=== systolic_tile_sequencer ===
Fig. 1: systolic_tile_sequencer, signal wires on met3
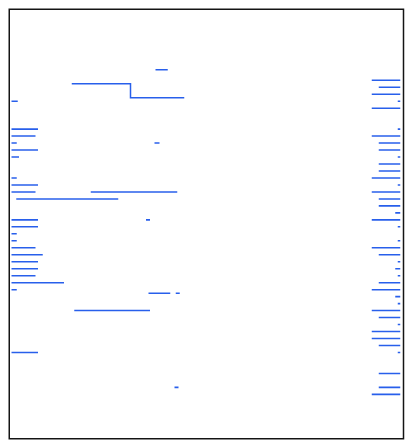

--- config.mk ---
export PLATFORM = sky130hd
export DESIGN_NAME = systolic_tile_sequencer
export DESIGN_NICKNAME = d
export VERILOG_FILES = /design/src/rtl/systolic_pkg.sv /design/src/rtl/systolic_phase_counter.sv /design/src/rtl/systolic_tile_sequencer.sv
export SDC_FILE = /design/constraint.sdc
export NUM_CORES = 1
export LEC_CHECK = 0
export CAP_MARGIN = 20
export CORE_ASPECT_RATIO = 1.1
export CORE_MARGIN = 4
export CORE_UTILIZATION = 45
export DETAILED_ROUTE_END_ITERATION = 10
export GPL_ROUTABILITY_DRIVEN = 0
export HOLD_SLACK_MARGIN = 0.12
export PLACE_DENSITY = 0.95
export SETUP_SLACK_MARGIN = 0.1
export SLEW_MARGIN = 20
export SYNTH_ARGS = -nofsm -noshare
export SYNTH_HDL_FRONTEND = slang
export SYNTH_SLANG_ARGS = --single-unit
--- constraint.sdc ---
create_clock -name clk -period 3.2 [get_ports clk]
set_input_delay 0.64 -clock clk [delete_from_list [all_inputs] [get_ports clk]]
set_output_delay 0.64 -clock clk [all_outputs]
set_load 0.01 [all_outputs]
--- src/rtl/systolic_pkg.sv ---
// Shared definitions for the systolic tile sequencer.
//   state_t      : sequencer FSM states
//   PERF_CNT_W   : width of the performance counters
//   FLUSH_CYCLES : wavefront flush depth of a ROWS x COLS array
package systolic_pkg;

  typedef enum logic [2:0] {
    ST_IDLE  = 3'd0,
    ST_FEED  = 3'd1,
    ST_FLUSH = 3'd2,
    ST_DRAIN = 3'd3,
    ST_DONE  = 3'd4
  } state_t;

  localparam int PERF_CNT_W = 32;

  function automatic int FLUSH_CYCLES(input int rows, input int cols);
    return rows + cols - 2;
  endfunction

endpackage

--- src/rtl/systolic_phase_counter.sv ---
// Loadable up-counter with enable, clear and terminal-count compare.
// Ports:
//   clk, rst_n   : clock, asynchronous active-low reset
//   i_clear      : synchronous clear to 0 (highest priority)
//   i_load       : load i_load_val (second priority)
//   i_en         : count up by one
//   i_term       : terminal value to compare against
//   o_count      : current count
//   o_tc         : o_count == i_term
module systolic_phase_counter #(
  parameter int W = 4
) (
  input  logic         clk,
  input  logic         rst_n,
  input  logic         i_clear,
  input  logic         i_load,
  input  logic [W-1:0] i_load_val,
  input  logic         i_en,
  input  logic [W-1:0] i_term,
  output logic [W-1:0] o_count,
  output logic         o_tc
);

  logic [W-1:0] r_count;

  always_ff @(posedge clk or negedge rst_n) begin
    if (!rst_n) begin
      r_count <= '0;
    end else if (i_clear) begin
      r_count <= '0;
    end else if (i_load) begin
      r_count <= i_load_val;
    end else if (i_en) begin
      r_count <= r_count + W'(1);
    end
  end

  assign o_count = r_count;
  assign o_tc    = (r_count == i_term);

endmodule

--- src/rtl/systolic_tile_sequencer.sv ---
// Multi-tile job sequencer for a ROWS x COLS systolic array. For each tile it
// issues k_len valid cycles (pausable by feed_stall), waits ROWS+COLS-2 cycles
// for the wavefront to flush, then drains ROWS result rows over a
// drain_valid/drain_ready handshake. Supports abort and config checking.
// Ports:
//   clk, rst_n            : clock, asynchronous active-low reset
//   start, k_len,
//   num_tiles             : job request and its configuration (latched on accept)
//   abort                 : cancel the running job
//   feed_stall            : input buffer not ready, pauses FEED
//   busy, done, cfg_err,
//   aborted               : job status
//   acc_clear, valid_src,
//   k_idx, tile_idx       : array control
//   drain_valid,
//   drain_ready, drain_row: result drain handshake
//   perf_busy_cycles,
//   perf_stall_cycles     : counters, present only with SYSTOLIC_SEQ_PERF_EN
// Optional feature macro: SYSTOLIC_SEQ_PERF_EN (performance counters).
module systolic_tile_sequencer
  import systolic_pkg::*;
#(
  parameter int ROWS      = 4,
  parameter int COLS      = 4,
  parameter int K_MAX     = 16,
  parameter int MAX_TILES = 64,
  localparam int KLW = $clog2(K_MAX + 1),
  localparam int NTW = $clog2(MAX_TILES + 1),
  localparam int KW  = (K_MAX > 1) ? $clog2(K_MAX) : 1,
  localparam int TW  = (MAX_TILES > 1) ? $clog2(MAX_TILES) : 1,
  localparam int RW  = (ROWS > 1) ? $clog2(ROWS) : 1
) (
  input  logic                  clk,
  input  logic                  rst_n,
  input  logic                  start,
  input  logic [KLW-1:0]        k_len,
  input  logic [NTW-1:0]        num_tiles,
  input  logic                  abort,
  input  logic                  feed_stall,
  output logic                  busy,
  output logic                  done,
  output logic                  cfg_err,
  output logic                  aborted,
  output logic                  acc_clear,
  output logic                  valid_src,
  output logic [KW-1:0]         k_idx,
  output logic [TW-1:0]         tile_idx,
  output logic                  drain_valid,
  input  logic                  drain_ready,
  output logic [RW-1:0]         drain_row,
  output logic [PERF_CNT_W-1:0] perf_busy_cycles,
  output logic [PERF_CNT_W-1:0] perf_stall_cycles
);

  localparam int F          = FLUSH_CYCLES(ROWS, COLS);
  localparam int FW         = (F > 1) ? $clog2(F) : 1;
  localparam int FLUSH_LAST = (F > 0) ? F - 1 : 0;
  localparam bit SKIP_FLUSH = (F == 0);

  state_t         r_state, w_state_nx;
  logic [KLW-1:0] r_k_len;
  logic [NTW-1:0] r_num_tiles;
  logic           r_cfg_err;
  logic           r_aborted;
  logic           r_acc_clear;

  logic           w_busy, w_abort, w_valid, w_cfg_ok;
  logic           w_accept, w_reject;
  logic           w_feed_last, w_flush_last, w_to_drain;
  logic           w_row_last, w_tile_adv, w_job_end;
  logic           w_k_tc, w_flush_tc, w_row_tc, w_tile_tc;
  logic [KW-1:0]  w_k_cnt;
  logic [FW-1:0]  w_flush_cnt;
  logic [RW-1:0]  w_row_cnt;
  logic [TW-1:0]  w_tile_cnt;

  assign w_cfg_ok = (k_len != '0) && (k_len <= KLW'(K_MAX)) &&
                    (num_tiles != '0) && (num_tiles <= NTW'(MAX_TILES));

  assign w_busy   = (r_state == ST_FEED) || (r_state == ST_FLUSH) ||
                    (r_state == ST_DRAIN);
  // Abort only matters while a job is running; it overrides every transition.
  assign w_abort  = abort && w_busy;
  assign w_valid  = (r_state == ST_FEED) && !feed_stall;
  assign w_accept = (r_state == ST_IDLE) && start && w_cfg_ok;
  assign w_reject = (r_state == ST_IDLE) && start && !w_cfg_ok;

  assign w_feed_last  = w_valid && w_k_tc && !abort;
  assign w_flush_last = (r_state == ST_FLUSH) && w_flush_tc && !abort;
  assign w_to_drain   = (w_feed_last && SKIP_FLUSH) || w_flush_last;
  assign w_row_last   = (r_state == ST_DRAIN) && drain_ready && w_row_tc && !abort;
  assign w_tile_adv   = w_row_last && !w_tile_tc;
  assign w_job_end    = w_row_last && w_tile_tc;

  always_ff @(posedge clk or negedge rst_n) begin
    if (!rst_n) begin
      r_state <= ST_IDLE;
    end else begin
      r_state <= w_state_nx;
    end
  end

  always_comb begin
    w_state_nx = r_state;
    case (r_state)
      ST_IDLE: begin
        if (w_accept)      w_state_nx = ST_FEED;
        else if (w_reject) w_state_nx = ST_DONE;
      end
      ST_FEED: begin
        if (w_abort)          w_state_nx = ST_IDLE;
        else if (w_feed_last) w_state_nx = SKIP_FLUSH ? ST_DRAIN : ST_FLUSH;
      end
      ST_FLUSH: begin
        if (w_abort)           w_state_nx = ST_IDLE;
        else if (w_flush_last) w_state_nx = ST_DRAIN;
      end
      ST_DRAIN: begin
        if (w_abort)         w_state_nx = ST_IDLE;
        else if (w_job_end)  w_state_nx = ST_DONE;
        else if (w_tile_adv) w_state_nx = ST_FEED;
      end
      ST_DONE: w_state_nx = ST_IDLE;
      default: w_state_nx = ST_IDLE;
    endcase
  end

  // Config is captured only at accept; cfg_err is remembered until the next
  // accepted job but is only exposed while in DONE.
  always_ff @(posedge clk or negedge rst_n) begin
    if (!rst_n) begin
      r_k_len     <= '0;
      r_num_tiles <= '0;
      r_cfg_err   <= 1'b0;
      r_aborted   <= 1'b0;
      r_acc_clear <= 1'b0;
    end else begin
      r_aborted   <= w_abort;
      r_acc_clear <= w_accept || w_tile_adv;
      if (w_accept) begin
        r_k_len     <= k_len;
        r_num_tiles <= num_tiles;
        r_cfg_err   <= 1'b0;
      end else if (w_reject) begin
        r_cfg_err   <= 1'b1;
      end
    end
  end

  systolic_phase_counter #(.W(KW)) u_k_cnt (
    .clk        (clk),
    .rst_n      (rst_n),
    .i_clear    (w_accept || w_tile_adv || w_abort),
    .i_load     (1'b0),
    .i_load_val ('0),
    .i_en       (w_valid),
    .i_term     (KW'(r_k_len - KLW'(1))),
    .o_count    (w_k_cnt),
    .o_tc       (w_k_tc)
  );

  systolic_phase_counter #(.W(FW)) u_flush_cnt (
    .clk        (clk),
    .rst_n      (rst_n),
    .i_clear    (w_feed_last || w_abort),
    .i_load     (1'b0),
    .i_load_val ('0),
    .i_en       (r_state == ST_FLUSH),
    .i_term     (FW'(FLUSH_LAST)),
    .o_count    (w_flush_cnt),
    .o_tc       (w_flush_tc)
  );

  systolic_phase_counter #(.W(RW)) u_row_cnt (
    .clk        (clk),
    .rst_n      (rst_n),
    .i_clear    (w_to_drain || w_abort),
    .i_load     (1'b0),
    .i_load_val ('0),
    .i_en       ((r_state == ST_DRAIN) && drain_ready),
    .i_term     (RW'(ROWS - 1)),
    .o_count    (w_row_cnt),
    .o_tc       (w_row_tc)
  );

  systolic_phase_counter #(.W(TW)) u_tile_cnt (
    .clk        (clk),
    .rst_n      (rst_n),
    .i_clear    (w_accept || w_abort),
    .i_load     (1'b0),
    .i_load_val ('0),
    .i_en       (w_tile_adv),
    .i_term     (TW'(r_num_tiles - NTW'(1))),
    .o_count    (w_tile_cnt),
    .o_tc       (w_tile_tc)
  );

  assign busy        = w_busy;
  assign done        = (r_state == ST_DONE);
  assign cfg_err     = r_cfg_err && (r_state == ST_DONE);
  assign aborted     = r_aborted;
  assign acc_clear   = r_acc_clear;
  assign valid_src   = w_valid;
  assign k_idx       = w_k_cnt;
  assign tile_idx    = w_tile_cnt;
  assign drain_valid = (r_state == ST_DRAIN);
  assign drain_row   = w_row_cnt;

`ifdef SYSTOLIC_SEQ_PERF_EN
  logic [PERF_CNT_W-1:0] r_perf_busy;
  logic [PERF_CNT_W-1:0] r_perf_stall;
  logic                  w_stall;

  assign w_stall = ((r_state == ST_FEED) && feed_stall) ||
                   ((r_state == ST_DRAIN) && !drain_ready);

  // Saturating counters; they hold once the job leaves the busy states.
  always_ff @(posedge clk or negedge rst_n) begin
    if (!rst_n) begin
      r_perf_busy  <= '0;
      r_perf_stall <= '0;
    end else if (w_accept) begin
      r_perf_busy  <= '0;
      r_perf_stall <= '0;
    end else begin
      if (w_busy && (r_perf_busy != '1))
        r_perf_busy <= r_perf_busy + PERF_CNT_W'(1);
      if (w_stall && (r_perf_stall != '1))
        r_perf_stall <= r_perf_stall + PERF_CNT_W'(1);
    end
  end

  assign perf_busy_cycles  = r_perf_busy;
  assign perf_stall_cycles = r_perf_stall;
`else
  assign perf_busy_cycles  = '0;
  assign perf_stall_cycles = '0;
`endif

  logic w_unused;
  assign w_unused = ^w_flush_cnt;

endmodule

=== if_fetch ===
$ cat config.mk
export PLATFORM = sky130hd
export DESIGN_NAME = if_fetch
export DESIGN_NICKNAME = d
export VERILOG_FILES = /design/src/rtl/if_fetch_pkg.sv /design/src/rtl/fetch_fifo2.sv /design/src/rtl/if_fetch.sv
export SDC_FILE = /design/constraint.sdc
export NUM_CORES = 1
export LEC_CHECK = 0
export ABC_AREA = 0
export CAP_MARGIN = 20
export CORE_MARGIN = 3
export CORE_UTILIZATION = 35
export DETAILED_ROUTE_END_ITERATION = 12
export GPL_TIMING_DRIVEN = 0
export PLACE_DENSITY = 0.6
export SETUP_SLACK_MARGIN = 0.05
export SYNTH_ARGS = -nofsm -noshare
export SYNTH_HDL_FRONTEND = slang
export SYNTH_SLANG_ARGS = --single-unit
$ cat constraint.sdc
create_clock -name clk -period 13 [get_ports clk]
set_clock_uncertainty 0.2 [all_clocks]
set_input_delay 3.25 -clock clk [delete_from_list [all_inputs] [get_ports clk]]
set_output_delay 3.25 -clock clk [all_outputs]
set_load 0.02 [all_outputs]
$ cat src/rtl/if_fetch_pkg.sv
// Shared core definitions for the fetch stage: instruction width, the
// bubble instruction and the records carried through the fetch FIFOs.
package if_fetch_pkg;

    localparam int INSTR_W = 32;

    // Instruction word presented in IF/ID when no instruction is available.
    localparam logic [INSTR_W-1:0] RESET_NOP = 32'h0000_0013;

    // One fetched instruction as it travels from imem to IF/ID.
    typedef struct packed {
        logic [31:0]        pc;
        logic [INSTR_W-1:0] instr;
        logic               misalign;
    } fetch_entry_t;

    // Tag remembered for every request still waiting for its response.
    typedef struct packed {
        logic [31:0] pc;
        logic        misalign;
    } fetch_tag_t;

    function automatic logic is_misaligned(input logic [31:0] pc);
        return pc[1:0] != 2'b00;
    endfunction

endpackage

$ cat src/rtl/fetch_fifo2.sv
// Two-entry in-order FIFO used both as the request tag queue and as the
// instruction buffer. Push and pop may happen in the same cycle; clr wins
// over both. Callers never push when full or pop when empty.
module fetch_fifo2 #(
    parameter int W = 33
) (
    input  logic         clk,
    input  logic         reset,
    input  logic         clr,
    input  logic         push,
    input  logic [W-1:0] push_data,
    input  logic         pop,
    output logic [W-1:0] head,
    output logic [1:0]   count
);

    logic [W-1:0] mem_reg [2];
    logic         rd_ptr_reg;
    logic         wr_ptr_reg;
    logic [1:0]   count_reg;
    logic [1:0]   count_next;

    // Occupancy after this cycle's push/pop.
    always_comb begin
        count_next = count_reg;
        case ({push, pop})
            2'b10:   count_next = count_reg + 2'd1;
            2'b01:   count_next = count_reg - 2'd1;
            default: count_next = count_reg;
        endcase
    end

    // Pointer and occupancy state; a clear empties the FIFO in one edge.
    always_ff @(posedge clk or posedge reset) begin
        if (reset) begin
            rd_ptr_reg <= 1'b0;
            wr_ptr_reg <= 1'b0;
            count_reg  <= 2'd0;
        end else if (clr) begin
            rd_ptr_reg <= 1'b0;
            wr_ptr_reg <= 1'b0;
            count_reg  <= 2'd0;
        end else begin
            if (push) begin
                wr_ptr_reg <= ~wr_ptr_reg;
            end
            if (pop) begin
                rd_ptr_reg <= ~rd_ptr_reg;
            end
            count_reg <= count_next;
        end
    end

    // Storage needs no reset: an entry is only read after it was written.
    always_ff @(posedge clk) begin
        if (push && !clr) begin
            mem_reg[wr_ptr_reg] <= push_data;
        end
    end

    assign head  = mem_reg[rd_ptr_reg];
    assign count = count_reg;

endmodule

$ cat src/rtl/if_fetch.sv
// Instruction fetch stage: issues imem requests for pc_i, matches in-order
// responses with their PCs, buffers up to two instructions while IF/ID is
// stalled and discards responses belonging to fetches killed by a flush.
module if_fetch #(
    parameter logic [31:0] RESET_NOP = if_fetch_pkg::RESET_NOP,
    parameter int          MAX_OUTST = 2
) (
    input  logic        clk,
    input  logic        reset,
    input  logic [31:0] pc_i,
    output logic [31:0] pre_pc,
    output logic        fetch_stall,
    output logic        imem_req_valid,
    input  logic        imem_req_ready,
    output logic [31:0] imem_req_addr,
    input  logic        imem_resp_valid,
    input  logic [31:0] imem_resp_data,
    input  logic        hazard_ifidStall,
    input  logic        hazard_ifidFlush,
    output logic        if_id_valid,
    output logic [31:0] if_id_pc,
    output logic [31:0] if_id_instr,
    output logic        if_id_misalign
);

    import if_fetch_pkg::*;

    localparam logic [1:0] MAX_OUTST_L = 2'(MAX_OUTST);

    logic [1:0]   tag_count;
    logic [1:0]   buf_count;
    logic [2:0]   occupancy;
    fetch_tag_t   tag_in;
    fetch_tag_t   tag_head;
    fetch_entry_t buf_head;
    fetch_entry_t resp_entry;

    logic req_valid;
    logic accept;
    logic resp_fire;
    logic resp_live;
    logic bypass;
    logic buf_push;
    logic buf_pop;

    logic [1:0]  kill_reg;
    logic [1:0]  kill_next;
    logic        first_cycle_reg;

    logic        if_id_valid_reg;
    logic        if_id_valid_next;
    logic [31:0] if_id_pc_reg;
    logic [31:0] if_id_pc_next;
    logic [31:0] if_id_instr_reg;
    logic [31:0] if_id_instr_next;
    logic        if_id_misalign_reg;
    logic        if_id_misalign_next;

    assign occupancy = {1'b0, tag_count} + {1'b0, buf_count};

    // Request issue, response classification and buffer control.
    always_comb begin
        // Never request more than there is room to hold in tags plus buffer.
        req_valid  = !reset && !hazard_ifidFlush
                     && (tag_count < MAX_OUTST_L) && (occupancy < 3'd2);
        accept     = req_valid && imem_req_ready;
        tag_in     = '{pc: pc_i, misalign: is_misaligned(pc_i)};
        // Responses with no matching tag, or right after reset, are dropped.
        resp_fire  = imem_resp_valid && !first_cycle_reg && (tag_count != 2'd0);
        resp_live  = resp_fire && (kill_reg == 2'd0) && !hazard_ifidFlush;
        resp_entry = '{pc: tag_head.pc, instr: imem_resp_data, misalign: tag_head.misalign};
        bypass     = resp_live && !hazard_ifidStall && (buf_count == 2'd0);
        buf_push   = resp_live && !bypass;
        buf_pop    = !hazard_ifidFlush && !hazard_ifidStall && (buf_count != 2'd0);
    end

    // Kill counter: on flush, every request still in flight becomes stale.
    always_comb begin
        kill_next = kill_reg;
        if (hazard_ifidFlush) begin
            kill_next = tag_count - {1'b0, resp_fire};
        end else if (resp_fire && (kill_reg != 2'd0)) begin
            kill_next = kill_reg - 2'd1;
        end
    end

    // IF/ID next value: flush bubble, buffer head, bypassed response or bubble.
    always_comb begin
        if_id_valid_next    = if_id_valid_reg;
        if_id_pc_next       = if_id_pc_reg;
        if_id_instr_next    = if_id_instr_reg;
        if_id_misalign_next = if_id_misalign_reg;
        if (hazard_ifidFlush || (!hazard_ifidStall && !buf_pop && !bypass)) begin
            if_id_valid_next    = 1'b0;
            if_id_pc_next       = 32'h0;
            if_id_instr_next    = RESET_NOP;
            if_id_misalign_next = 1'b0;
        end else if (buf_pop) begin
            if_id_valid_next    = 1'b1;
            if_id_pc_next       = buf_head.pc;
            if_id_instr_next    = buf_head.instr;
            if_id_misalign_next = buf_head.misalign;
        end else if (bypass) begin
            if_id_valid_next    = 1'b1;
            if_id_pc_next       = resp_entry.pc;
            if_id_instr_next    = resp_entry.instr;
            if_id_misalign_next = resp_entry.misalign;
        end
    end

    // Stage state: kill counter, post-reset marker and the IF/ID register.
    always_ff @(posedge clk or posedge reset) begin
        if (reset) begin
            kill_reg           <= 2'd0;
            first_cycle_reg    <= 1'b1;
            if_id_valid_reg    <= 1'b0;
            if_id_pc_reg       <= 32'h0;
            if_id_instr_reg    <= RESET_NOP;
            if_id_misalign_reg <= 1'b0;
        end else begin
            kill_reg           <= kill_next;
            first_cycle_reg    <= 1'b0;
            if_id_valid_reg    <= if_id_valid_next;
            if_id_pc_reg       <= if_id_pc_next;
            if_id_instr_reg    <= if_id_instr_next;
            if_id_misalign_reg <= if_id_misalign_next;
        end
    end

    fetch_fifo2 #(
        .W($bits(fetch_tag_t))
    ) u_tag_fifo (
        .clk       (clk),
        .reset     (reset),
        .clr       (1'b0),
        .push      (accept),
        .push_data (tag_in),
        .pop       (resp_fire),
        .head      (tag_head),
        .count     (tag_count)
    );

    fetch_fifo2 #(
        .W($bits(fetch_entry_t))
    ) u_instr_buf (
        .clk       (clk),
        .reset     (reset),
        .clr       (hazard_ifidFlush),
        .push      (buf_push),
        .push_data (resp_entry),
        .pop       (buf_pop),
        .head      (buf_head),
        .count     (buf_count)
    );

    assign pre_pc         = pc_i + 32'h4;
    assign imem_req_addr  = {pc_i[31:2], 2'b00};
    assign imem_req_valid = req_valid;
    assign fetch_stall    = !(req_valid && imem_req_ready);
    assign if_id_valid    = if_id_valid_reg;
    assign if_id_pc       = if_id_pc_reg;
    assign if_id_instr    = if_id_instr_reg;
    assign if_id_misalign = if_id_misalign_reg;

    // Tags plus buffered instructions never exceed two.
    a_no_overflow: assert property (@(posedge clk) disable iff (reset)
        occupancy <= 3'd2);

    // A response must always have an outstanding request to match.
    a_resp_has_tag: assert property (@(posedge clk) disable iff (reset)
        !(imem_resp_valid && !first_cycle_reg && (tag_count == 2'd0)));

endmodule

=== alu_seq_ctrl ===
<file path="config.mk">
export PLATFORM = sky130hd
export DESIGN_NAME = alu_seq_ctrl
export DESIGN_NICKNAME = d
export VERILOG_FILES = /design/src/rtl/alu_seq_pkg.sv /design/src/rtl/alu_seq_decode.sv /design/src/rtl/alu_seq_ctrl.sv
export SDC_FILE = /design/constraint.sdc
export NUM_CORES = 1
export LEC_CHECK = 0
export ABC_AREA = 0
export CORE_MARGIN = 2
export CORE_UTILIZATION = 44
export DETAILED_ROUTE_END_ITERATION = 16
export GPL_TIMING_DRIVEN = 1
export PLACE_DENSITY = 0.81
export SYNTH_ARGS = -nofsm -noshare
export SYNTH_HDL_FRONTEND = slang
export SYNTH_SLANG_ARGS = --single-unit
</file>
<file path="constraint.sdc">
create_clock -name clk -period 3.17 [get_ports clk]
set_input_delay 0.634 -clock clk [delete_from_list [all_inputs] [get_ports clk]]
set_output_delay 0.634 -clock clk [all_outputs]
set_load 0.05 [all_outputs]
</file>
<file path="src/rtl/alu_seq_pkg.sv">
// rtl/alu_seq_pkg.sv - shared types and instruction field layout for the ALU sequencer
package alu_seq_pkg;

  localparam int INSTR_W = 14;

  // Instruction field bit positions
  localparam int LDI_BIT = 13;
  localparam int OPER_HI = 12;
  localparam int OPER_LO = 10;
  localparam int WR_HI   = 9;
  localparam int WR_LO   = 8;
  localparam int RS1_HI  = 7;
  localparam int RS1_LO  = 6;
  localparam int RS2_HI  = 5;
  localparam int RS2_LO  = 4;
  localparam int IMM_HI  = 3;
  localparam int IMM_LO  = 0;

  typedef enum logic [2:0] {
    IDLE = 3'd0,
    READ = 3'd1,
    EXEC = 3'd2,
    WB   = 3'd3,
    RESP = 3'd4
  } state_t;

endpackage

</file>
<file path="src/rtl/alu_seq_decode.sv">
// rtl/alu_seq_decode.sv - combinational field split of the latched instruction
module alu_seq_decode
  import alu_seq_pkg::*;
(
  input  logic [INSTR_W-1:0] instr,
  output logic               ldi,
  output logic [2:0]         oper,
  output logic [1:0]         wr,
  output logic [1:0]         rs1,
  output logic [1:0]         rs2,
  output logic [3:0]         imm
);

  assign ldi  = instr[LDI_BIT];
  assign oper = instr[OPER_HI:OPER_LO];
  assign wr   = instr[WR_HI:WR_LO];
  assign rs1  = instr[RS1_HI:RS1_LO];
  assign rs2  = instr[RS2_HI:RS2_LO];
  assign imm  = instr[IMM_HI:IMM_LO];

endmodule

</file>
<file path="src/rtl/alu_seq_ctrl.sv">
// rtl/alu_seq_ctrl.sv - multi-cycle sequencer for the 4-bit regfile/ALU datapath (optional flags: ALU_SEQ_FLAGS_EN)
module alu_seq_ctrl
  import alu_seq_pkg::*;
#(
  parameter int RET_CNT_W = 8
) (
  input  logic                 clk,
  input  logic                 reset,
  input  logic                 instr_valid,
  input  logic [INSTR_W-1:0]   instr,
  output logic                 instr_ready,
  output logic [1:0]           dp_rd1,
  output logic [1:0]           dp_rd2,
  output logic                 dp_read_en,
  output logic [2:0]           dp_oper,
  output logic [1:0]           dp_wr,
  output logic                 dp_wr_en,
  output logic                 dp_src_imm,
  output logic [3:0]           dp_data_in,
  input  logic [3:0]           dp_res,
  input  logic                 dp_carry,
  output logic                 rsp_valid,
  output logic [3:0]           rsp_res,
  output logic                 rsp_carry,
  input  logic                 rsp_ready,
  output logic [RET_CNT_W-1:0] ret_cnt
`ifdef ALU_SEQ_FLAGS_EN
  ,
  output logic                 rsp_zero,
  output logic                 carry_seen
`endif
);

  state_t               state;
  state_t               state_nxt;
  logic [INSTR_W-1:0]   instr_q;
  logic [3:0]           res_q;
  logic                 carry_q;
  logic                 f_ldi;
  logic [2:0]           f_oper;
  logic [1:0]           f_wr;
  logic [1:0]           f_rs1;
  logic [1:0]           f_rs2;
  logic [3:0]           f_imm;
  logic                 accept;

  alu_seq_decode u_decode (
    .instr (instr_q),
    .ldi   (f_ldi),
    .oper  (f_oper),
    .wr    (f_wr),
    .rs1   (f_rs1),
    .rs2   (f_rs2),
    .imm   (f_imm)
  );

  assign accept = instr_valid && instr_ready;

  // State register
  always_ff @(posedge clk) begin
    if (reset) state <= IDLE;
    else       state <= state_nxt;
  end

  // Next-state and handshake/enable decode
  always_comb begin
    state_nxt   = state;
    instr_ready = 1'b0;
    dp_read_en  = 1'b0;
    dp_wr_en    = 1'b0;
    dp_src_imm  = 1'b0;
    rsp_valid   = 1'b0;
    case (state)
      IDLE: begin
        instr_ready = 1'b1;
        if (instr_valid) state_nxt = instr[LDI_BIT] ? WB : READ;
      end
      READ: begin
        dp_read_en = 1'b1;
        state_nxt  = EXEC;
      end
      EXEC: begin
        dp_read_en = 1'b1;
        state_nxt  = WB;
      end
      WB: begin
        // Suppress the strobe while reset is asserted so an aborted op never writes
        dp_wr_en   = !reset;
        dp_src_imm = f_ldi;
        state_nxt  = RESP;
      end
      RESP: begin
        rsp_valid = 1'b1;
        if (rsp_ready) state_nxt = IDLE;
      end
      default: state_nxt = IDLE;
    endcase
  end

  // Datapath-facing fields always come from the latched instruction
  assign dp_rd1     = f_rs1;
  assign dp_rd2     = f_rs2;
  assign dp_oper    = f_oper;
  assign dp_wr      = f_wr;
  assign dp_data_in = f_imm;
  assign rsp_res    = res_q;
  assign rsp_carry  = carry_q;

  // Instruction latch, result register and retire counter
  always_ff @(posedge clk) begin
    if (reset) begin
      instr_q <= '0;
      res_q   <= '0;
      carry_q <= 1'b0;
      ret_cnt <= '0;
    end else begin
      if (accept) instr_q <= instr;
      if (state == EXEC) begin
        res_q   <= dp_res;
        carry_q <= dp_carry;
      end else if (state == WB && f_ldi) begin
        res_q   <= f_imm;
        carry_q <= 1'b0;
      end
      if (state == RESP && rsp_ready) ret_cnt <= ret_cnt + RET_CNT_W'(1);
    end
  end

`ifdef ALU_SEQ_FLAGS_EN
  // Zero flag tracks the result register; carry_seen is sticky until reset
  always_ff @(posedge clk) begin
    if (reset) begin
      rsp_zero   <= 1'b1;
      carry_seen <= 1'b0;
    end else begin
      if (state == EXEC) begin
        rsp_zero <= (dp_res == 4'd0);
        if (dp_carry) carry_seen <= 1'b1;
      end else if (state == WB && f_ldi) begin
        rsp_zero <= (f_imm == 4'd0);
      end
    end
  end
`endif

endmodule

</file>

==> layout pictures side by side <==
M2 wires.
Cells faint in the background.
panel A
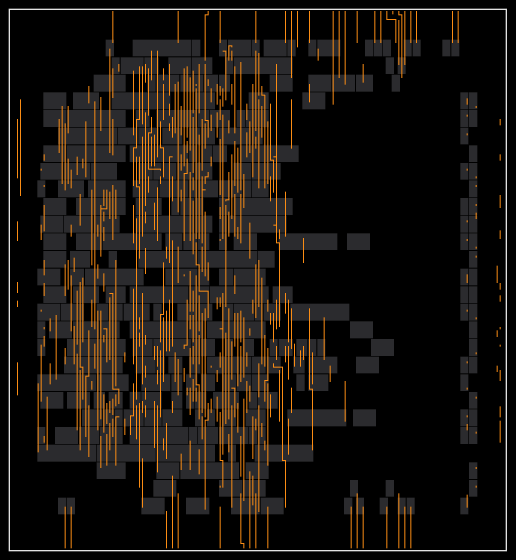
panel B
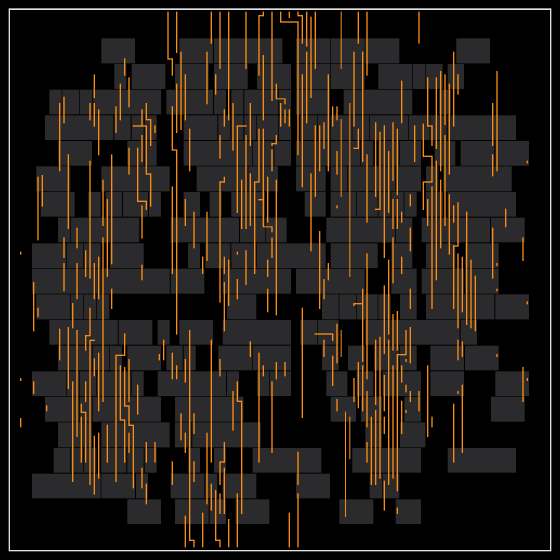
panel C
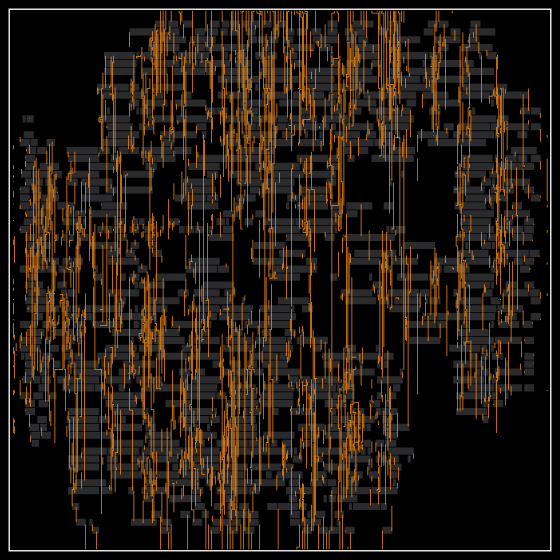
alu_seq_ctrl: panel B
systolic_tile_sequencer: panel A
if_fetch: panel C

Fig. 2: systolic_tile_sequencer, signal metal coverage by tile
The die is cut into 15 by 17 equal tiles; dark blue is low, red is high, scaled to the fullest tile. Values are wire area over tile area, all layers added.
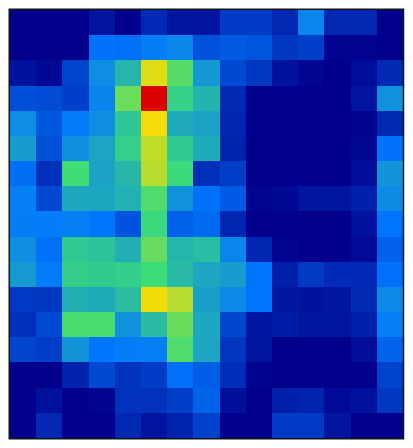
24% of the tiles are nearly empty. The mean over all tiles is 0.12. The emptiest ninth of the die: north-east. 6.3% of the tiles are over half the peak.

About Fig. 1:
The layer holds 6.2% of the routed length. 65 nets have wire on it. The layer carries 284 um of wire. The longest straight run is 19.5 um. The wires run mostly horizontal.

==> results.txt, systolic_tile_sequencer <==
synthesis-to-finish area growth = 12.1%
crit path to = valid_src
crit path kind = input port to primary output
total number of vias = 1683
Fmax = 384 MHz
sequential cell power = 0.629 mW
Synth flops = 31
Post-Layout Inst Area = 2610 um2
CP startpoint kind = input port
hold_sp = r_cfg_err$_DFFE_PN0P_
power per cell area = 626 nW/um2
Signal buf overhead = 14.7%
outcome = finished clean
Comb area = 1260 um2
largest cell class by area = logic gates
most frequent cells in the layout = conb_1 (64), clkdlybuf4s50_1 (36), dfrtp_1 (31)
post-CTS sizing = 0
GR Util met3 = 3.36%
CTS sink count = 31
synthesized area per cell = 9.53 um2
metal2 WL = 2390 um
root buf cell = clkbuf_8
clock share of power = 18.9%
Fin Setup TNS = 0 ns
largest net degree at the start of global routing = 32
final number of max-transition violations = 0
Comb. pwr = 0.693 mW
Crit path required time = 2.56 ns
chip area = 6380 um2
flop share of the area = 29.8%
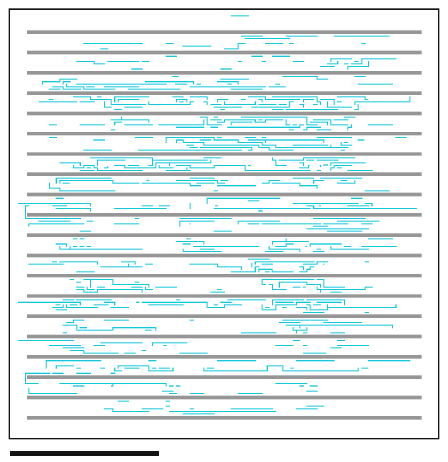
Fig. 3. Metal 1 (alu_seq_ctrl).
Scale bar: 20 um. Supply wires on this layer in gray.
The layer holds 44% of the routed length. The wires run mostly horizontal. The layer carries 1410 um of wire. The longest straight run is 14.3 um.

==> results.txt, alu_seq_ctrl <==
worst-path cell chain = nor3b_1, clkdlybuf4s50_1
max_cap viols = 0
M1 WL = 1410 um
outcome = finished clean
Min-Delay Path Depth = 2
max-slew headroom at the worst pin = 65.3%
Comb area = 601 um2
most flop-heavy register = instr_q
most numerous logic cell after layout = clkdlybuf4s50_1
Post-Syn Nets = 179
RR Startpoint = state[0]$_SDFFE_PP0P_
FF+latch count = 30
delay-heaviest family, CP = buffers and inverters
largest net degree at the start of global routing = 32
synthesis-to-finish area growth = 50.1%
initial antenna violation count = 0
Net Sw Frac = 32.1%
metal2 WL = 1450 um
crit path max fanout = 13
Fig. 4: if_fetch, metal 4
Supply wires on this layer in gray.
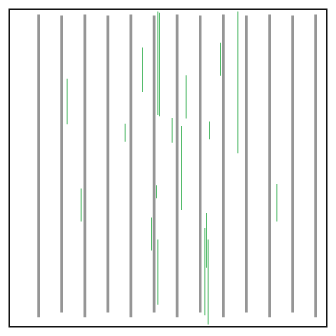
The wires run mostly vertical. The layer holds 2.2% of the routed length. The layer carries 622 um of wire. 9 nets have wire on it.

Fig. 5: if_fetch, signal wires on met3
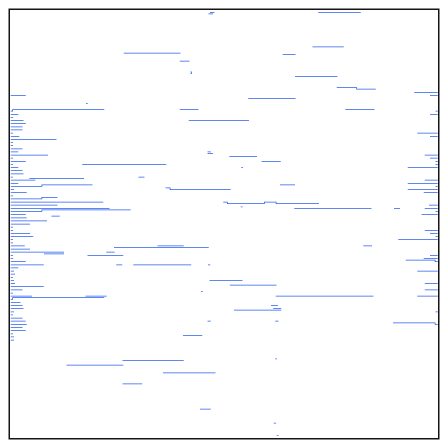
134 nets have wire on it. The longest straight run is 42.5 um. The wires run mostly horizontal. The layer carries 1510 um of wire. The layer holds 5.4% of the routed length.

==> results.txt, if_fetch <==
outcome = finished clean
final-layout fill cell count = 2818
Inverters = 6
Multiplexer share = 8.97%
Reg2Reg Setup Slack = 9.96 ns
Main power group = registers
grt peak-use layer = met2
H-tree Lvls = 1
cell depth of the worst setup path = 7
final-stage net count = 1067
largest cell class by area = sequential cells
Clock Latency Late Sink = 0.54 ns
Mapped Area = 11300 um2
crit path to = pre_pc[31]
end of the worst hold path = if_id_pc[28]$_DFFE_PP0P_
synthesized area per cell = 15.3 um2
post-synthesis cell count = 738
DRC viols = 0
Comb. pwr = 0.331 mW
power per cell area = 142 nW/um2
DR WL met3 = 1510 um
I/O pins = 202
synthesis-to-finish area growth = 32.4%
initial antenna violation count = 0
yosys simple share = 7.38%
cell with the most instances after synthesis = edfxtp_1
most numerous logic cell after layout = clkdlybuf4s50_1
hold_sp = if_id_pc[28]$_DFFE_PP0P_
Yosys chip area = 11300 um2
Netlist cell types = 47

=== step_scheduler ===
===== config.mk =====
export PLATFORM = sky130hd
export DESIGN_NAME = step_scheduler
export DESIGN_NICKNAME = d
export VERILOG_FILES = /design/src/rtl/step_scheduler.sv
export SDC_FILE = /design/constraint.sdc
export NUM_CORES = 1
export LEC_CHECK = 0
export ABC_AREA = 1
export CORE_MARGIN = 5
export CORE_UTILIZATION = 50
export CTS_CLUSTER_DIAMETER = 30
export DETAILED_ROUTE_END_ITERATION = 10
export PLACE_DENSITY = 0.68
export SLEW_MARGIN = 15
export SYNTH_ARGS = -nofsm -noshare
export SYNTH_HDL_FRONTEND = slang
export SYNTH_SLANG_ARGS = --single-unit

===== constraint.sdc =====
create_clock -name clk -period 9.5 [get_ports clk]
set_input_delay 1.9 -clock clk [delete_from_list [all_inputs] [get_ports clk]]
set_output_delay 1.9 -clock clk [all_outputs]
set_load 0.05 [all_outputs]

===== src/rtl/step_scheduler.sv =====
// Step/dir pulse generator with a wishbone register file and a queue of moves, timed against a shared clock counter.
// Optional STEPSCHED_DIR_SETUP_EN: after a direction change, hold the first step for DIR_SETUP clocks.
module step_scheduler #(
    parameter int QUEUE_DEPTH = 4,
    parameter int IRQ_LEVEL   = 1,
    parameter int DIR_SETUP   = 16
) (
    input  logic        clk,
    input  logic        rst_n,
    input  logic [31:0] counter,
    input  logic        shutdown,
    input  logic        wb_stb_i,
    input  logic        wb_cyc_i,
    input  logic        wb_we_i,
    input  logic [3:0]  wb_adr_i,
    input  logic [31:0] wb_dat_i,
    output logic [31:0] wb_dat_o,
    output logic        wb_ack_o,
    output logic        step,
    output logic        dir,
    output logic        irq
);
    // state | meaning
    // IDLE  | no move active; waits for armed and a queued entry
    // LOAD  | pops the head entry into the current-move registers
    // WAIT  | waits until counter reaches next_time (and any dir setup hold)
    // PULSE | step high for pulse_ticks cycles
    // GAP   | step low for pulse_ticks cycles, then next step / entry / idle
    typedef enum logic [2:0] {S_IDLE, S_LOAD, S_WAIT, S_PULSE, S_GAP} state_t;

    localparam int AW = $clog2(QUEUE_DEPTH);
    localparam int SW = $clog2(DIR_SETUP + 2);
`ifdef STEPSCHED_DIR_SETUP_EN
    localparam logic [SW-1:0] SETUP_LD = SW'(DIR_SETUP - 1);
`else
    localparam logic [SW-1:0] SETUP_LD = '0;
`endif

    state_t        state_q;
    logic          ack_q;
    logic [31:0]   rdata_q;
    logic          step_q;
    logic          dir_q;
    logic          irq_q;
    logic [31:0]   interval_q;
    logic [31:0]   cnt_add_q;
    logic [7:0]    pulse_ticks_q;
    logic          irq_en_q;
    logic [31:0]   next_time_q;
    logic          armed_q;
    logic          overflow_q;
    logic          underrun_q;
    logic          shut_q;
    logic [31:0]   cur_interval_q;
    logic [15:0]   cur_count_q;
    logic [15:0]   cur_add_q;
    logic [7:0]    tick_q;
    logic          late_q;
    logic [SW-1:0] setup_q;
    logic [AW:0]   wr_ptr_q;
    logic [AW:0]   rd_ptr_q;

    logic [31:0]   mem_int_q [QUEUE_DEPTH];
    logic [31:0]   mem_ca_q  [QUEUE_DEPTH];
    logic          mem_dir_q [QUEUE_DEPTH];

    logic          wb_req;
    logic          wb_wr;
    logic          wb_rd;
    logic [AW:0]   level_w;
    logic [31:0]   lvl32;
    logic [3:0]    lvl4;
    logic          fifo_empty;
    logic          fifo_full;
    logic          running;
    logic          pop;
    logic          push_req;
    logic          push_ok;
    logic          push_drop;
    logic [7:0]    pt_eff;
    logic [7:0]    pt_m1;
    logic [31:0]   late_by;
    logic          fire;
    logic [31:0]   new_interval;
    logic [31:0]   status_w;
    logic [31:0]   rdata_d;
    logic [31:0]   head_int;
    logic [31:0]   head_ca;
    logic          head_dir;

    assign wb_req     = wb_stb_i & wb_cyc_i & ~ack_q;
    assign wb_wr      = wb_req & wb_we_i;
    assign wb_rd      = wb_req & ~wb_we_i;

    assign level_w    = wr_ptr_q - rd_ptr_q;
    assign lvl32      = 32'(level_w);
    assign lvl4       = (lvl32 > 32'd15) ? 4'hF : lvl32[3:0];
    assign fifo_empty = (level_w == '0);
    assign fifo_full  = (lvl32 == 32'(QUEUE_DEPTH));
    assign running    = (state_q != S_IDLE);

    assign head_int   = mem_int_q[rd_ptr_q[AW-1:0]];
    assign head_ca    = mem_ca_q[rd_ptr_q[AW-1:0]];
    assign head_dir   = mem_dir_q[rd_ptr_q[AW-1:0]];

    // A pop in LOAD frees a slot in time for a push landing on the same edge.
    assign pop        = (state_q == S_LOAD) & ~shutdown;
    assign push_req   = wb_wr & (wb_adr_i == 4'd3) & ~shutdown & (cnt_add_q[31:16] != 16'd0);
    assign push_ok    = push_req & (~fifo_full | pop);
    assign push_drop  = push_req & fifo_full & ~pop;

    assign pt_eff     = (pulse_ticks_q == 8'd0) ? 8'd1 : pulse_ticks_q;
    assign pt_m1      = pt_eff - 8'd1;

    // Signed difference keeps the compare correct across counter wrap.
    assign late_by      = counter - next_time_q;
    assign fire         = (state_q == S_WAIT) & ~late_by[31] & (setup_q == '0);
    assign new_interval = cur_interval_q + {{16{cur_add_q[15]}}, cur_add_q};

    assign status_w = {23'd0, shut_q, underrun_q, overflow_q, armed_q, running, lvl4};

    always_comb begin
        rdata_d = 32'd0;
        case (wb_adr_i)
            4'd0:    rdata_d = status_w;
            4'd1:    rdata_d = interval_q;
            4'd2:    rdata_d = cnt_add_q;
            4'd5:    rdata_d = {23'd0, irq_en_q, pulse_ticks_q};
            default: rdata_d = 32'd0;
        endcase
    end

    always_ff @(posedge clk) begin
        if (push_ok) begin
            mem_int_q[wr_ptr_q[AW-1:0]] <= interval_q;
            mem_ca_q[wr_ptr_q[AW-1:0]]  <= cnt_add_q;
            mem_dir_q[wr_ptr_q[AW-1:0]] <= wb_dat_i[0];
        end
    end

    always_ff @(posedge clk or negedge rst_n) begin
        if (!rst_n) begin
            state_q        <= S_IDLE;
            ack_q          <= 1'b0;
            rdata_q        <= 32'd0;
            step_q         <= 1'b0;
            dir_q          <= 1'b0;
            irq_q          <= 1'b0;
            interval_q     <= 32'd0;
            cnt_add_q      <= 32'd0;
            pulse_ticks_q  <= 8'd1;
            irq_en_q       <= 1'b0;
            next_time_q    <= 32'd0;
            armed_q        <= 1'b0;
            overflow_q     <= 1'b0;
            underrun_q     <= 1'b0;
            shut_q         <= 1'b0;
            cur_interval_q <= 32'd0;
            cur_count_q    <= 16'd0;
            cur_add_q      <= 16'd0;
            tick_q         <= 8'd0;
            late_q         <= 1'b0;
            setup_q        <= '0;
            wr_ptr_q       <= '0;
            rd_ptr_q       <= '0;
        end else begin
            ack_q <= wb_req;
            if (wb_req) begin
                rdata_q <= wb_rd ? rdata_d : 32'd0;
            end

            if (wb_wr) begin
                case (wb_adr_i)
                    4'd0: begin
                        if (wb_dat_i[6]) overflow_q <= 1'b0;
                        if (wb_dat_i[7]) underrun_q <= 1'b0;
                        if (wb_dat_i[8]) shut_q     <= 1'b0;
                    end
                    4'd1: interval_q <= wb_dat_i;
                    4'd2: cnt_add_q  <= wb_dat_i;
                    4'd4: begin
                        if (state_q == S_IDLE && !shutdown) begin
                            next_time_q <= wb_dat_i;
                            armed_q     <= 1'b1;
                        end
                    end
                    4'd5: begin
                        pulse_ticks_q <= wb_dat_i[7:0];
                        irq_en_q      <= wb_dat_i[8];
                    end
                    default: ;
                endcase
            end

            if (push_drop) overflow_q <= 1'b1;
            if (push_ok)   wr_ptr_q   <= wr_ptr_q + (AW+1)'(1);

            irq_q <= irq_en_q & ((running & (lvl32 <= 32'(IRQ_LEVEL)))
                                 | overflow_q | underrun_q | shut_q);

            if (shutdown) begin
                state_q  <= S_IDLE;
                step_q   <= 1'b0;
                rd_ptr_q <= wr_ptr_q;
                armed_q  <= 1'b0;
                shut_q   <= 1'b1;
            end else begin
                case (state_q)
                    S_IDLE: begin
                        if (armed_q && !fifo_empty) state_q <= S_LOAD;
                    end
                    S_LOAD: begin
                        rd_ptr_q       <= rd_ptr_q + (AW+1)'(1);
                        cur_interval_q <= head_int;
                        cur_count_q    <= head_ca[31:16];
                        cur_add_q      <= head_ca[15:0];
                        dir_q          <= head_dir;
                        setup_q        <= (head_dir != dir_q) ? SETUP_LD : '0;
                        state_q        <= S_WAIT;
                    end
                    S_WAIT: begin
                        if (setup_q != '0) setup_q <= setup_q - SW'(1);
                        if (fire) begin
                            step_q         <= 1'b1;
                            tick_q         <= pt_m1;
                            next_time_q    <= next_time_q + cur_interval_q;
                            cur_interval_q <= new_interval;
                            cur_count_q    <= cur_count_q - 16'd1;
                            late_q         <= (late_by > cur_interval_q);
                            state_q        <= S_PULSE;
                        end
                    end
                    S_PULSE: begin
                        if (tick_q == 8'd0) begin
                            step_q  <= 1'b0;
                            tick_q  <= pt_m1;
                            state_q <= S_GAP;
                        end else begin
                            tick_q <= tick_q - 8'd1;
                        end
                    end
                    S_GAP: begin
                        if (tick_q != 8'd0) begin
                            tick_q <= tick_q - 8'd1;
                        end else if (cur_count_q != 16'd0) begin
                            state_q <= S_WAIT;
                        end else if (!fifo_empty) begin
                            state_q <= S_LOAD;
                        end else begin
                            state_q <= S_IDLE;
                            armed_q <= 1'b0;
                            if (late_q) underrun_q <= 1'b1;
                        end
                    end
                    default: state_q <= S_IDLE;
                endcase
            end
        end
    end

    assign wb_dat_o = rdata_q;
    assign wb_ack_o = ack_q;
    assign step     = step_q;
    assign dir      = dir_q;
    assign irq      = irq_q;

endmodule


Fig. 6: step_scheduler, routing congestion
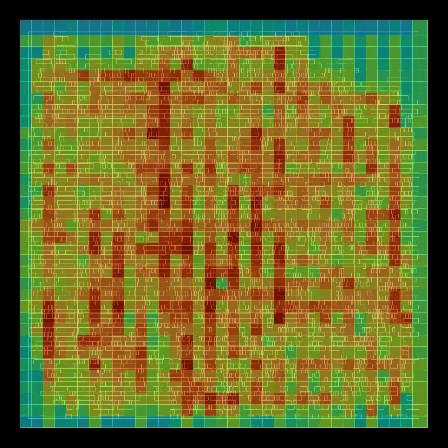
Total GRT Usage: 29.5%
GR Util met3: 6.27%
post-layout util: 60.0%

Fig. 7: step_scheduler, M2 wires
Cells faint in the background.
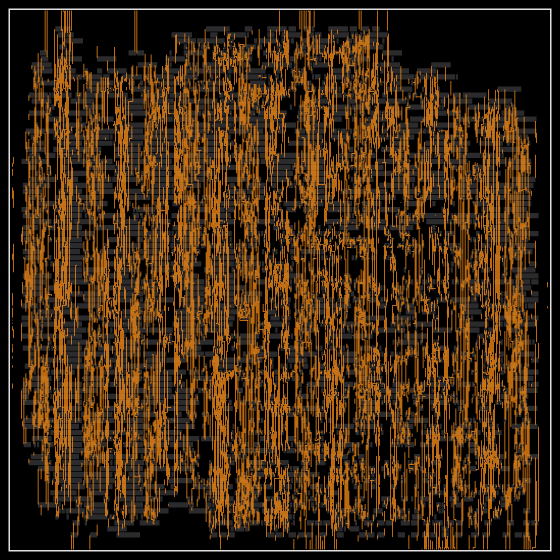
The wires run mostly vertical. The longest straight run is 119 um. The layer holds 44% of the routed length. The layer carries 39.5 mm of wire.

==> results.txt <==
first drt pass iteration count = 8
maximum VDD drop = 0.189 mV
most frequent cells in the layout = nand2_1 (773), o21ai_0 (386), nor2_1 (356)
clk slew on worst S/H paths = 0.05 ns
worst-path cell chain = clkdlybuf4s50_1, nor2_4, inv_1, nand4_1, nand3_1, nor2_4, buf_4
final-stage net count = 3556
Worst EP arrival = 5.82 ns
clock share of power = 30.5%
Comb pwr share = 43.3%
CTS tree = done
dpl ws = 3.33 ns
slew at the pin closest to its max-slew limit = 1.08 ns
main flop type = edfxtp_1
outcome = finished clean
Via-to-Cell Ratio = 5.74
RR Startpoint = state_q[1]$_DFFE_PN0P_
cell depth of the worst setup path = 7
grt ovf = 0
DRC viols = 0
CP startpoint kind = input port


==> layout pictures side by side <==
Metal 1.
image #1
Scale bar: 20 um. Supply wires on this layer in gray.
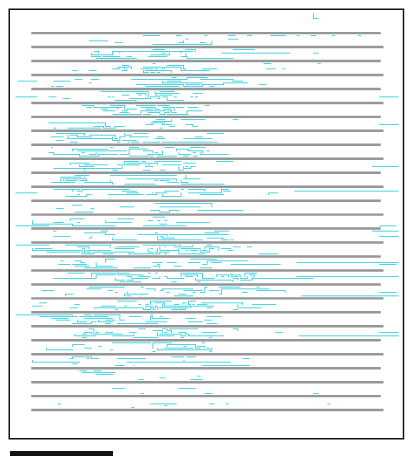
image #2
Scale bar: 50 um. Supply wires on this layer in gray.
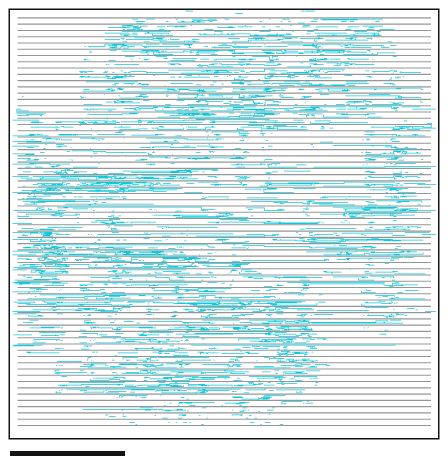
image #3
Scale bar: 50 um. Supply wires on this layer in gray.
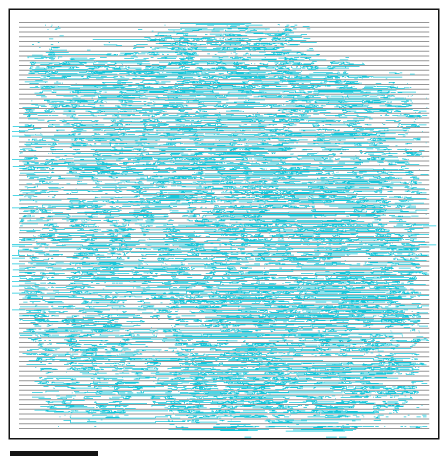
- largest die: image #3
systolic_tile_sequencer -> image #1
if_fetch -> image #2
step_scheduler -> image #3

Key to image #3:
The layer holds 44% of the routed length. The wires run mostly horizontal. The layer carries 39.2 mm of wire. The longest straight run is 123 um. 3387 nets have wire on it.

Power and IR drop assume default switching activity.
